# ---- riscv_crypto_aes128_keygen_flat ----
riscv_crypto_aes128_keygen_flat/clock_map.png
The bar under the picture is 100 µm long.
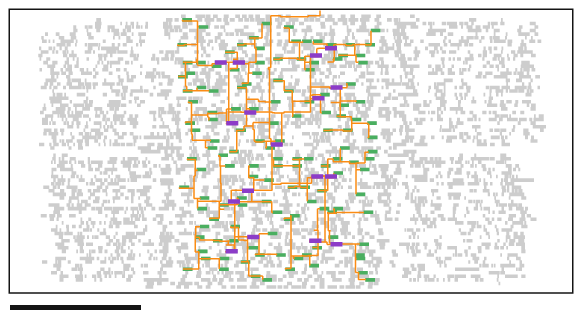
riscv_crypto_aes128_keygen_flat/registers.png
Other sequential cells in the stronger gray, the rest of the logic in the fainter gray.
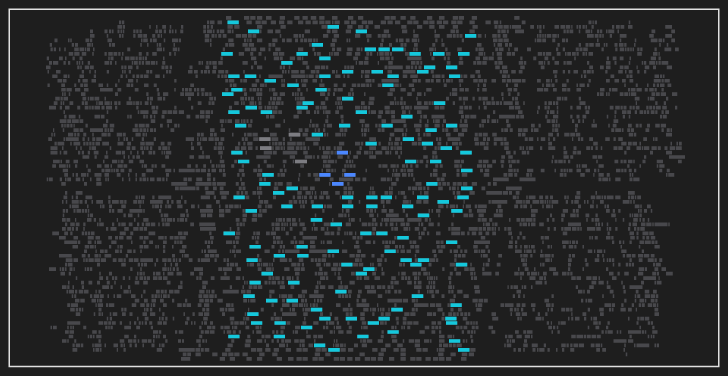
riscv_crypto_aes128_keygen_flat/cell_classes.png
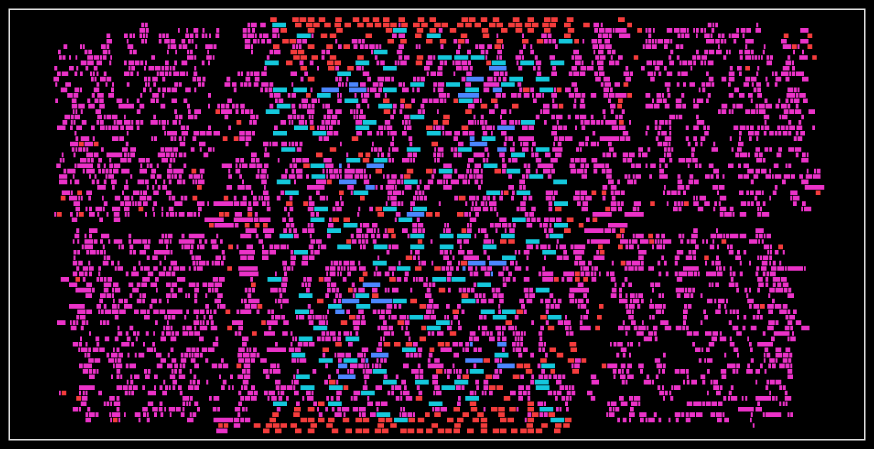
===== src/rtl/riscv_crypto_aes128_keygen_if.sv =====
// Key-in / round-key-out bundle for the AES-128 round-key generator.
// The generator sits on the slave side; the key source and round-key consumer sit on the master side.
interface riscv_crypto_aes128_keygen_if;
    logic         key_valid;
    logic         key_ready;
    logic [127:0] key;
    logic         key_dec;
    logic         abort;
    logic         rk_valid;
    logic         rk_ready;
    logic [127:0] rk;
    logic [3:0]   rk_idx;
    logic         rk_last;
    logic         busy;

    modport master (
        output key_valid, key, key_dec, abort, rk_ready,
        input  key_ready, rk_valid, rk, rk_idx, rk_last, busy
    );

    modport slave (
        input  key_valid, key, key_dec, abort, rk_ready,
        output key_ready, rk_valid, rk, rk_idx, rk_last, busy
    );
endinterface


===== src/rtl/riscv_crypto_aes128_keygen.sv =====
// Iterative AES-128 round-key generator streaming rk0..rk10 (encrypt) or rk10..rk0 (decrypt),
// one round key per handshake, with a forward AES S-box for SubWord.
module riscv_crypto_aes_fwd_sbox (
    input  logic [7:0] fx_in,
    output logic [7:0] fx_out
);
    localparam logic [2047:0] SBOX = {
        128'h637c777bf26b6fc53001672bfed7ab76,
        128'hca82c97dfa5947f0add4a2af9ca472c0,
        128'hb7fd9326363ff7cc34a5e5f171d83115,
        128'h04c723c31896059a071280e2eb27b275,
        128'h09832c1a1b6e5aa0523bd6b329e32f84,
        128'h53d100ed20fcb15b6acbbe394a4c58cf,
        128'hd0efaafb434d338545f9027f503c9fa8,
        128'h51a3408f929d38f5bcb6da2110fff3d2,
        128'hcd0c13ec5f974417c4a77e3d645d1973,
        128'h60814fdc222a908846eeb814de5e0bdb,
        128'he0323a0a4906245cc2d3ac629195e479,
        128'he7c8376d8dd54ea96c56f4ea657aae08,
        128'hba78252e1ca6b4c6e8dd741f4bbd8b8a,
        128'h703eb5664803f60e613557b986c11d9e,
        128'he1f8981169d98e949b1e87e9ce5528df,
        128'h8ca1890dbfe6426841992d0fb054bb16
    };

    logic [10:0] base;

    // Entry 0 occupies the most significant byte of the table.
    assign base   = 11'd2047 - {fx_in, 3'b000};
    assign fx_out = SBOX[base -: 8];
endmodule

module riscv_crypto_aes128_keygen #(
    parameter int DEC_EN = 1
) (
    input logic                               g_clk,
    input logic                               g_rst,
    riscv_crypto_aes128_keygen_if.slave       bus
);
    typedef enum logic [1:0] {
        S_IDLE,
        S_EXPAND,
        S_EMIT
    } state_t;

    state_t        state_q, state_d;
    logic [127:0]  rk_q, rk_d;
    logic [3:0]    idx_q, idx_d;
    logic          rev_q, rev_d;
    logic          rk_valid_q, rk_valid_d;
    logic          rk_last_q, rk_last_d;

    logic [31:0]   w0, w1, w2, w3, w3r;
    logic [31:0]   sb_in, sb_out, t;
    logic [7:0]    rc;
    logic [3:0]    rc_idx;
    logic          sel_rev;
    logic          dec_req;
    logic [127:0]  step_fwd, step_rev, step_rk;

    function automatic logic [7:0] rcon(input logic [3:0] r);
        case (r)
            4'd1:    rcon = 8'h01;
            4'd2:    rcon = 8'h02;
            4'd3:    rcon = 8'h04;
            4'd4:    rcon = 8'h08;
            4'd5:    rcon = 8'h10;
            4'd6:    rcon = 8'h20;
            4'd7:    rcon = 8'h40;
            4'd8:    rcon = 8'h80;
            4'd9:    rcon = 8'h1b;
            4'd10:   rcon = 8'h36;
            default: rcon = 8'h00;
        endcase
    endfunction

    assign w0 = rk_q[127:96];
    assign w1 = rk_q[95:64];
    assign w2 = rk_q[63:32];
    assign w3 = rk_q[31:0];

    // One set of four S-boxes serves both directions; the reverse step feeds the recovered w3.
    always_comb begin
        sel_rev  = (DEC_EN != 0) && rev_q && (state_q == S_EMIT);
        w3r      = w3 ^ w2;
        sb_in    = sel_rev ? {w3r[23:0], w3r[31:24]} : {w3[23:0], w3[31:24]};
        rc_idx   = sel_rev ? idx_q : idx_q + 4'd1;
        rc       = rcon(rc_idx);
        t        = sb_out ^ {rc, 24'h000000};
        step_fwd[127:96] = w0 ^ t;
        step_fwd[95:64]  = w1 ^ step_fwd[127:96];
        step_fwd[63:32]  = w2 ^ step_fwd[95:64];
        step_fwd[31:0]   = w3 ^ step_fwd[63:32];
        step_rev = {w0 ^ t, w1 ^ w0, w2 ^ w1, w3r};
        step_rk  = sel_rev ? step_rev : step_fwd;
    end

    riscv_crypto_aes_fwd_sbox u_sbox0 (.fx_in(sb_in[31:24]), .fx_out(sb_out[31:24]));
    riscv_crypto_aes_fwd_sbox u_sbox1 (.fx_in(sb_in[23:16]), .fx_out(sb_out[23:16]));
    riscv_crypto_aes_fwd_sbox u_sbox2 (.fx_in(sb_in[15:8]),  .fx_out(sb_out[15:8]));
    riscv_crypto_aes_fwd_sbox u_sbox3 (.fx_in(sb_in[7:0]),   .fx_out(sb_out[7:0]));

    assign dec_req = (DEC_EN != 0) && bus.key_dec;

    always_comb begin
        state_d    = state_q;
        rk_d       = rk_q;
        idx_d      = idx_q;
        rev_d      = rev_q;
        rk_valid_d = rk_valid_q;
        rk_last_d  = rk_last_q;

        if (bus.abort) begin
            state_d    = S_IDLE;
            rk_valid_d = 1'b0;
            rk_last_d  = 1'b0;
        end else begin
            case (state_q)
                S_IDLE: begin
                    if (bus.key_valid) begin
                        rk_d      = bus.key;
                        idx_d     = 4'd0;
                        rev_d     = dec_req;
                        rk_last_d = 1'b0;
                        if (dec_req) begin
                            state_d    = S_EXPAND;
                            rk_valid_d = 1'b0;
                        end else begin
                            state_d    = S_EMIT;
                            rk_valid_d = 1'b1;
                        end
                    end
                end
                S_EXPAND: begin
                    rk_d  = step_rk;
                    idx_d = idx_q + 4'd1;
                    if (idx_q == 4'd9) begin
                        state_d    = S_EMIT;
                        rk_valid_d = 1'b1;
                        rk_last_d  = 1'b0;
                    end
                end
                S_EMIT: begin
                    if (bus.rk_ready) begin
                        if (rk_last_q) begin
                            state_d    = S_IDLE;
                            rk_valid_d = 1'b0;
                            rk_last_d  = 1'b0;
                        end else begin
                            rk_d      = step_rk;
                            idx_d     = rev_q ? idx_q - 4'd1 : idx_q + 4'd1;
                            rk_last_d = rev_q ? (idx_q == 4'd1) : (idx_q == 4'd9);
                        end
                    end
                end
                default: begin
                    state_d    = S_IDLE;
                    rk_valid_d = 1'b0;
                    rk_last_d  = 1'b0;
                end
            endcase
        end
    end

    always_ff @(posedge g_clk) begin
        if (g_rst) begin
            state_q    <= S_IDLE;
            rk_q       <= '0;
            idx_q      <= '0;
            rev_q      <= 1'b0;
            rk_valid_q <= 1'b0;
            rk_last_q  <= 1'b0;
        end else begin
            state_q    <= state_d;
            rk_q       <= rk_d;
            idx_q      <= idx_d;
            rev_q      <= rev_d;
            rk_valid_q <= rk_valid_d;
            rk_last_q  <= rk_last_d;
        end
    end

    assign bus.key_ready = (state_q == S_IDLE);
    assign bus.busy      = (state_q != S_IDLE);
    assign bus.rk_valid  = rk_valid_q;
    assign bus.rk        = rk_q;
    assign bus.rk_idx    = idx_q;
    assign bus.rk_last   = rk_last_q;
endmodule

===== src/flat_wrapper.sv =====
// flat-port wrapper written by rule: the top's interface ports become plain ports
module riscv_crypto_aes128_keygen_flat 
#(
    parameter int DEC_EN = 1
)
  (g_clk, g_rst, bus_key_valid, bus_key, bus_key_dec, bus_abort, bus_rk_ready, bus_key_ready, bus_rk_valid, bus_rk, bus_rk_idx, bus_rk_last, bus_busy);
  riscv_crypto_aes128_keygen_if bus_i ();
  input logic g_clk;
  input logic g_rst;
  input wire logic [$bits(bus_i.key_valid)-1:0] bus_key_valid;
  input wire logic [$bits(bus_i.key)-1:0] bus_key;
  input wire logic [$bits(bus_i.key_dec)-1:0] bus_key_dec;
  input wire logic [$bits(bus_i.abort)-1:0] bus_abort;
  input wire logic [$bits(bus_i.rk_ready)-1:0] bus_rk_ready;
  output wire logic [$bits(bus_i.key_ready)-1:0] bus_key_ready;
  output wire logic [$bits(bus_i.rk_valid)-1:0] bus_rk_valid;
  output wire logic [$bits(bus_i.rk)-1:0] bus_rk;
  output wire logic [$bits(bus_i.rk_idx)-1:0] bus_rk_idx;
  output wire logic [$bits(bus_i.rk_last)-1:0] bus_rk_last;
  output wire logic [$bits(bus_i.busy)-1:0] bus_busy;
  assign bus_i.key_valid = bus_key_valid;
  assign bus_i.key = bus_key;
  assign bus_i.key_dec = bus_key_dec;
  assign bus_i.abort = bus_abort;
  assign bus_i.rk_ready = bus_rk_ready;
  assign bus_key_ready = bus_i.key_ready;
  assign bus_rk_valid = bus_i.rk_valid;
  assign bus_rk = bus_i.rk;
  assign bus_rk_idx = bus_i.rk_idx;
  assign bus_rk_last = bus_i.rk_last;
  assign bus_busy = bus_i.busy;
  riscv_crypto_aes128_keygen #(.DEC_EN(DEC_EN)) u_core (.g_clk(g_clk), .g_rst(g_rst), .bus(bus_i));
endmodule

===== config.mk =====
export PLATFORM = sky130hd
export DESIGN_NAME = riscv_crypto_aes128_keygen_flat
export DESIGN_NICKNAME = d
export VERILOG_FILES = /design/src/rtl/riscv_crypto_aes128_keygen_if.sv /design/src/rtl/riscv_crypto_aes128_keygen.sv /design/src/flat_wrapper.sv
export SDC_FILE = /design/constraint.sdc
export NUM_CORES = 1
export LEC_CHECK = 0
export CAP_MARGIN = 5
export CELL_PAD_IN_SITES_DETAIL_PLACEMENT = 0
export CELL_PAD_IN_SITES_GLOBAL_PLACEMENT = 1
export CORE_ASPECT_RATIO = 0.5
export CORE_UTILIZATION = 30
export CTS_CLUSTER_DIAMETER = 80
export DETAILED_ROUTE_END_ITERATION = 8
export HOLD_SLACK_MARGIN = 0.02
export MAX_ROUTING_LAYER = met4
export PLACE_DENSITY = 0.59
export SYNTH_ARGS = -nofsm -noshare
export SYNTH_HDL_FRONTEND = slang
export SYNTH_SLANG_ARGS = --single-unit

===== constraint.sdc =====
create_clock -name g_clk -period 11.45 [get_ports g_clk]
set_input_delay 1.145 -clock g_clk [delete_from_list [all_inputs] [get_ports g_clk]]
set_output_delay 1.145 -clock g_clk [all_outputs]
set_load 0.02 [all_outputs]

==> results_dict.tcl <==
# yosys + openroad results
set metrics [dict create \
    cts_buffer_depth 2 \
    buffers 379 \
    worst_pin_slew_ns 1.19 \
    slowest_delay_ns 0.90 \
    drtIter0Drc 5248 \
    via_per_inst 6.71 \
    outcome "finished clean" \
    path_class "reg2reg" \
    min_to "u_core.bus.rk[111]$_SDFFE_PP0P_" \
    critPathSlowestCell "xor2_2" \
    grt_use_met2_pct 49.5 \
    die_w_um 429 \
    flop_area_mm2 0.00272 \
    htreeDepth 4 \
    yosysCellCount 4056 \
    common_cells "390 x nand2_1, 337 x nor2_1, 309 x a21oi_1" \
    first_pass_iters 7 \
    drt.antenna.violating_nets 0 \
    inv_count 69 \
    critPathLaunch "u_core.state_q[0]$_SDFFE_PP0P_" \
]
About riscv_crypto_aes128_keygen_flat/clock_map.png:
Green marks flip-flops, count 136. Orange marks clock wires, length 2530 µm. Purple marks cells driving clock nets, count 17.
There are 18 routed clock nets.

About riscv_crypto_aes128_keygen_flat/registers.png:
Cyan marks u_core.bus.rk, flops 128. Blue marks u_core.bus.rk_idx, flops 4, where center.
Another 4 sequential cells are not colored.

About riscv_crypto_aes128_keygen_flat/cell_classes.png:
Magenta marks all other logic, cells 3440, share of their area 77%. Blue marks clock drivers and dummy loads, cells 32, share of their area 2.1%. Red marks other buffers and delay cells, cells 379, share of their area 12%. Cyan marks flip-flops, cells 136, share of their area 9.1%.


# ---- win3x3_linebuf ----
### src/rtl/win3x3_linebuf.sv
// 3x3 sliding window generator over a raster-order pixel stream.
// Two line buffers hold the previous two lines; a 3x3 register window
// shifts one column per accepted sample and is driven straight to the taps.
module win3x3_linebuf #(
    parameter int DW    = 10,
    parameter int IMG_W = 32,
    parameter int IMG_H = 32
) (
    input  logic          clk,
    input  logic          rst,
    input  logic [DW-1:0] pix_in,
    input  logic          pix_valid,
    input  logic          sof,
    output logic [DW-1:0] da,
    output logic [DW-1:0] db,
    output logic [DW-1:0] dc,
    output logic [DW-1:0] dd,
    output logic [DW-1:0] de,
    output logic [DW-1:0] df,
    output logic [DW-1:0] dg,
    output logic [DW-1:0] dh,
    output logic [DW-1:0] di,
    output logic          win_valid,
    output logic          frame_done
);

    localparam int CW = $clog2(IMG_W);
    localparam int RW = $clog2(IMG_H);
    localparam logic [CW-1:0] COL_LAST = CW'(IMG_W - 1);
    localparam logic [RW-1:0] ROW_LAST = RW'(IMG_H - 1);

    logic [CW-1:0] col_reg, col_next, eff_col;
    logic [RW-1:0] row_reg, row_next, eff_row;
    logic          win_hit;
    logic          frame_end;

    logic [DW-1:0] line1_mem [IMG_W];
    logic [DW-1:0] line2_mem [IMG_W];
    logic [DW-1:0] line1_rd_reg;
    logic [DW-1:0] line2_rd_reg;

    logic [DW-1:0]   new_col  [3];
    logic [3*DW-1:0] row_taps [3];

    logic win_valid_reg;
    logic frame_done_reg;

    // Position of the current sample and next-state of the raster counters.
    // A sof sample is always col 0 / row 0 and never ends a frame.
    always_comb begin
        eff_col   = sof ? '0 : col_reg;
        eff_row   = sof ? '0 : row_reg;
        col_next  = col_reg;
        row_next  = row_reg;
        win_hit   = 1'b0;
        frame_end = 1'b0;
        if (rst) begin
            col_next = '0;
            row_next = '0;
        end else if (pix_valid) begin
            win_hit = (eff_row >= RW'(2)) && (eff_col >= CW'(2));
            if (sof) begin
                col_next = CW'(1);
                row_next = '0;
            end else if (col_reg == COL_LAST) begin
                col_next = '0;
                if (row_reg == ROW_LAST) begin
                    row_next  = '0;
                    frame_end = 1'b1;
                end else begin
                    row_next = row_reg + RW'(1);
                end
            end else begin
                col_next = col_reg + CW'(1);
            end
        end
    end

    // Raster counters and registered status outputs.
    always_ff @(posedge clk) begin
        if (rst) begin
            col_reg        <= '0;
            row_reg        <= '0;
            win_valid_reg  <= 1'b0;
            frame_done_reg <= 1'b0;
        end else begin
            col_reg        <= col_next;
            row_reg        <= row_next;
            win_valid_reg  <= win_hit;
            frame_done_reg <= frame_end;
        end
    end

    // Line buffers with registered read. The read address is the column of
    // the next sample, so the data is ready when that sample arrives; it
    // never collides with the write address because IMG_W >= 3. After a
    // mid-frame sof the prefetched word is stale, but rows 0 and 1 refill
    // both lines before any window is flagged valid.
    always_ff @(posedge clk) begin
        if (pix_valid && !rst) begin
            line1_mem[eff_col] <= pix_in;
            line2_mem[eff_col] <= line1_rd_reg;
        end
        line1_rd_reg <= line1_mem[col_next];
        line2_rd_reg <= line2_mem[col_next];
    end

    // New right-hand column: top = two lines up, middle = one line up, bottom = live pixel.
    assign new_col[0] = line2_rd_reg;
    assign new_col[1] = line1_rd_reg;
    assign new_col[2] = pix_in;

    generate
        for (genvar gi = 0; gi < 3; gi++) begin : gen_row
            logic [DW-1:0] t0_reg, t1_reg, t2_reg;

            // Shift this window row left by one column on each accepted sample.
            always_ff @(posedge clk) begin
                if (rst) begin
                    t0_reg <= '0;
                    t1_reg <= '0;
                    t2_reg <= '0;
                end else if (pix_valid) begin
                    t0_reg <= t1_reg;
                    t1_reg <= t2_reg;
                    t2_reg <= new_col[gi];
                end
            end

            assign row_taps[gi] = {t0_reg, t1_reg, t2_reg};
        end
    endgenerate

    assign da = row_taps[0][3*DW-1 -: DW];
    assign db = row_taps[0][2*DW-1 -: DW];
    assign dc = row_taps[0][DW-1   -: DW];
    assign dd = row_taps[1][3*DW-1 -: DW];
    assign de = row_taps[1][2*DW-1 -: DW];
    assign df = row_taps[1][DW-1   -: DW];
    assign dg = row_taps[2][3*DW-1 -: DW];
    assign dh = row_taps[2][2*DW-1 -: DW];
    assign di = row_taps[2][DW-1   -: DW];

    assign win_valid  = win_valid_reg;
    assign frame_done = frame_done_reg;

endmodule

### config.mk
export PLATFORM = sky130hd
export DESIGN_NAME = win3x3_linebuf
export DESIGN_NICKNAME = d
export VERILOG_FILES = /design/src/rtl/win3x3_linebuf.sv
export SDC_FILE = /design/constraint.sdc
export NUM_CORES = 1
export LEC_CHECK = 0
export CAP_MARGIN = 20
export CORE_MARGIN = 2
export CORE_UTILIZATION = 35
export DETAILED_ROUTE_END_ITERATION = 8
export HOLD_SLACK_MARGIN = 0.08
export PLACE_DENSITY = 0.54
export SYNTH_ARGS = -nofsm -noshare
export SYNTH_HDL_FRONTEND = slang
export SYNTH_SLANG_ARGS = --single-unit
### constraint.sdc
create_clock -name clk -period 3.22 [get_ports clk]
set_clock_uncertainty 0.1 [all_clocks]
set_input_delay 0.322 -clock clk [delete_from_list [all_inputs] [get_ports clk]]
set_output_delay 0.322 -clock clk [all_outputs]
set_load 0.02 [all_outputs]
win3x3_linebuf/final_clocks.png
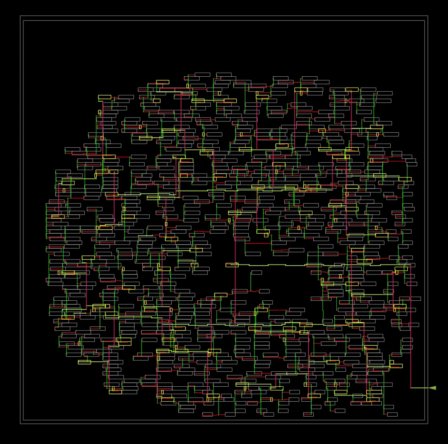
total clock buffers created by CTS: 80
clock buf count: 108
Clk. pwr: 8780 µW
CTS sink cnt: 762

win3x3_linebuf/cell_classes.png
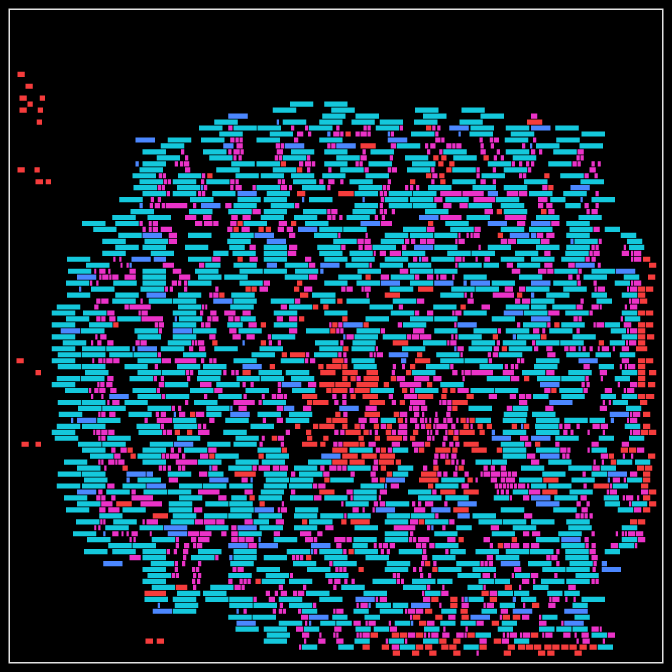
Blue marks clock drivers and dummy loads, cells 143, share of their area 6.9%. Red marks other buffers and delay cells, cells 325, share of their area 9.7%. Cyan marks flip-flops, cells 762, share of their area 61%. Magenta marks all other logic, cells 1121, share of their area 23%.

==> results_dict.tcl <==
# yosys + openroad results
set metrics [dict create \
    ir_drop_mv 0.345 \
    utilization_pct 43.6 \
    top_layer "met5" \
    power_switching_uw 4570 \
    cp-end-kind "flop" \
    seqPwrFrac_pct 52.4 \
    outcome "finished clean" \
    use_met1_pct 26.8 \
    top_area_cell "edfxtp_1" \
    xor_area_share_pct 0.0540 \
    dominant_cells "sequential cells" \
    start_kind "flop" \
    holdWs_ns 0.266 \
    common_cells "640 x edfxtp_1, 137 x nor2_1, 131 x o21ai_0" \
    hpwl_um 55800 \
    postCtsHoldBufs 1 \
]

# ---- baccarat_datapath ----
$ cat config.mk
export PLATFORM = sky130hd
export DESIGN_NAME = baccarat_datapath
export DESIGN_NICKNAME = d
export VERILOG_FILES = /design/src/rtl/baccarat_datapath.sv
export SDC_FILE = /design/constraint.sdc
export NUM_CORES = 1
export LEC_CHECK = 0
export CAP_MARGIN = 20
export CORE_MARGIN = 3
export CORE_UTILIZATION = 50
export CTS_CLUSTER_SIZE = 8
export DETAILED_ROUTE_END_ITERATION = 7
export GPL_ROUTABILITY_DRIVEN = 0
export PLACE_DENSITY = 0.79
export SYNTH_ARGS = -nofsm -noshare
export SYNTH_HDL_FRONTEND = slang
export SYNTH_SLANG_ARGS = --single-unit
$ cat constraint.sdc
create_clock -name slow_clock -period 10.8 [get_ports slow_clock]
set_clock_uncertainty 0.05 [all_clocks]
set_input_delay 2.16 -clock slow_clock [delete_from_list [all_inputs] [get_ports slow_clock]]
set_output_delay 2.16 -clock slow_clock [all_outputs]
set_load 0.01 [all_outputs]
$ cat src/rtl/baccarat_datapath.sv
// ============================================================================
// Module   : baccarat_datapath
// Purpose  : Baccarat card source, six card registers and hand-score decode.
//            Define DECK_LFSR_EN to replace the 1..13 counter with an LFSR.
// Revision : 1.0 - initial release
// ============================================================================
`default_nettype none

module baccarat_datapath (
  input  logic       slow_clock,
  input  logic       reset,
  input  logic       load_pcard1,
  input  logic       load_pcard2,
  input  logic       load_pcard3,
  input  logic       load_dcard1,
  input  logic       load_dcard2,
  input  logic       load_dcard3,
  output logic [3:0] next_card,
  output logic [3:0] pcard1_out,
  output logic [3:0] pcard2_out,
  output logic [3:0] pcard3_out,
  output logic [3:0] dcard1_out,
  output logic [3:0] dcard2_out,
  output logic [3:0] dcard3_out,
  output logic [3:0] pscore,
  output logic [3:0] dscore,
  output logic [3:0] pcard3
);

  localparam logic [3:0] CARD_MAX = 4'd13;

`ifdef DECK_LFSR_EN
  logic [7:0] lfsr;

  // Taps 7,5,4,3 give a maximal-length sequence; seed 1 keeps it off all-zero.
  always_ff @(posedge slow_clock or posedge reset) begin
    if (reset) begin
      lfsr <= 8'h01;
    end else begin
      lfsr <= {lfsr[6:0], lfsr[7] ^ lfsr[5] ^ lfsr[4] ^ lfsr[3]};
    end
  end

  assign next_card = 4'(lfsr % 8'd13) + 4'd1;
`else
  logic [3:0] card_count;

  always_ff @(posedge slow_clock or posedge reset) begin
    if (reset) begin
      card_count <= 4'd1;
    end else if (card_count == CARD_MAX) begin
      card_count <= 4'd1;
    end else begin
      card_count <= card_count + 4'd1;
    end
  end

  assign next_card = card_count;
`endif

  // Every asserted strobe captures the same card; there is no priority.
  always_ff @(posedge slow_clock or posedge reset) begin
    if (reset) begin
      pcard1_out <= 4'd0;
      pcard2_out <= 4'd0;
      pcard3_out <= 4'd0;
      dcard1_out <= 4'd0;
      dcard2_out <= 4'd0;
      dcard3_out <= 4'd0;
    end else begin
      if (load_pcard1) pcard1_out <= next_card;
      if (load_pcard2) pcard2_out <= next_card;
      if (load_pcard3) pcard3_out <= next_card;
      if (load_dcard1) dcard1_out <= next_card;
      if (load_dcard2) dcard2_out <= next_card;
      if (load_dcard3) dcard3_out <= next_card;
    end
  end

  // Ten and face cards count zero, as does an empty slot (raw 0).
  function automatic logic [3:0] card_value(input logic [3:0] raw);
    card_value = (raw <= 4'd9) ? raw : 4'd0;
  endfunction

  function automatic logic [3:0] hand_score(input logic [3:0] c1,
                                            input logic [3:0] c2,
                                            input logic [3:0] c3);
    logic [4:0] sum;
    sum = {1'b0, card_value(c1)} + {1'b0, card_value(c2)} + {1'b0, card_value(c3)};
    if (sum >= 5'd20) begin
      hand_score = 4'(sum - 5'd20);
    end else if (sum >= 5'd10) begin
      hand_score = 4'(sum - 5'd10);
    end else begin
      hand_score = 4'(sum);
    end
  endfunction

  assign pscore = hand_score(pcard1_out, pcard2_out, pcard3_out);
  assign dscore = hand_score(dcard1_out, dcard2_out, dcard3_out);
  assign pcard3 = card_value(pcard3_out);

endmodule

`default_nettype wire
baccarat_datapath/cell_classes.png
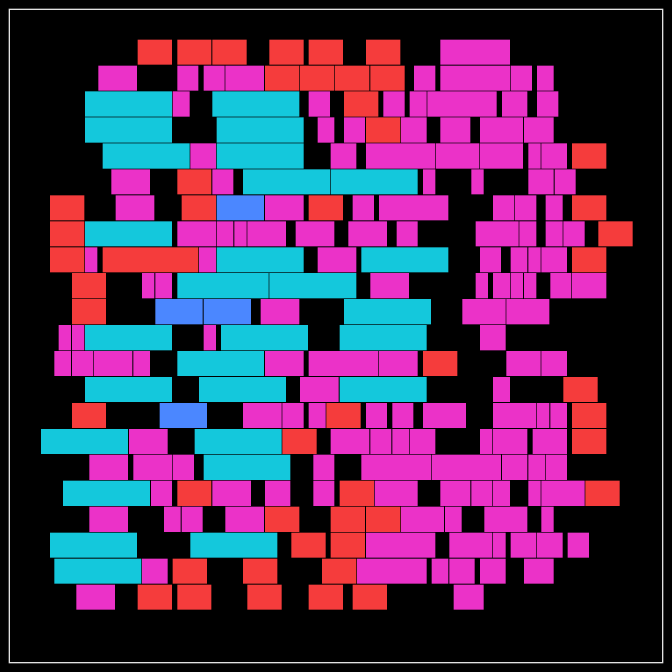
Red marks other buffers and delay cells, cells 48, share of their area 20%. Cyan marks flip-flops, cells 28, share of their area 28%. Magenta marks all other logic, cells 145, share of their area 49%. Blue marks clock drivers and dummy loads, cells 4, share of their area 2.2%.

baccarat_datapath/port_nets.png
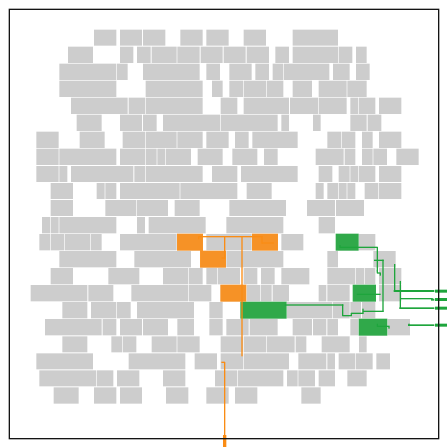
Orange marks load_pcard1, bits 1, direction input, edge bottom, end cells 4, buffers 1, wire 48.4 µm. Green marks pscore, bits 4, direction output, edge right, end cells 4, buffers 4, wire 74.8 µm.

==> results_dict.tcl <==
# yosys + openroad results
set metrics [dict create \
    outcome "finished clean" \
    antenna_found_initial 0 \
    wl_met3_um 97 \
    flop_cell "dfrtp_1" \
    nNetsFinal 256 \
    buf_share_pct 19.6 \
    ys_ff 28 \
    path_cells "nor2b_1, fa_1, ha_1, fa_1, xor2_1, inv_1, ha_1, nor3b_1, or4_1, a211o_1, o211ai_2, clkdlybuf4s50_1" \
    chip_area_mm2 0.00467 \
    htreeDepth 1 \
    pwr-share-comb_pct 44.7 \
    ios 48 \
    flop_area_um2 702 \
    n_tap_cell 48 \
    sh_comb_area_pct 46.9 \
    mostFrequentLayoutCells "47 x clkdlybuf4s50_1, 27 x dfrtp_1, 25 x mux2_2" \
    inv_count 9 \
    hp-class "reg2reg" \
    power_switching_uw 101 \
    slowest_delay_ns 0.54 \
    met1_length_um 1790 \
    clkTransAtPathRegs_ns 0.09 \
    numPortBuffers 47 \
    n_clock_buffer 4 \
    seqPwrFrac_pct 36.3 \
    finalSetupViolCount 0 \
    dominant_cells "combinational gates" \
    yosys.area_share.adder_pct 18.0 \
    critPathBufInv 2 \
    finalInstanceArea_mm2 0.00254 \
    n_fill_cell 289 \
    mux_area_share_pct 16.5 \
    first_pass_iters 4 \
    grt_pass1_vias 1528 \
]

Power figures rest on the tool's default switching activity, not on a simulated workload.
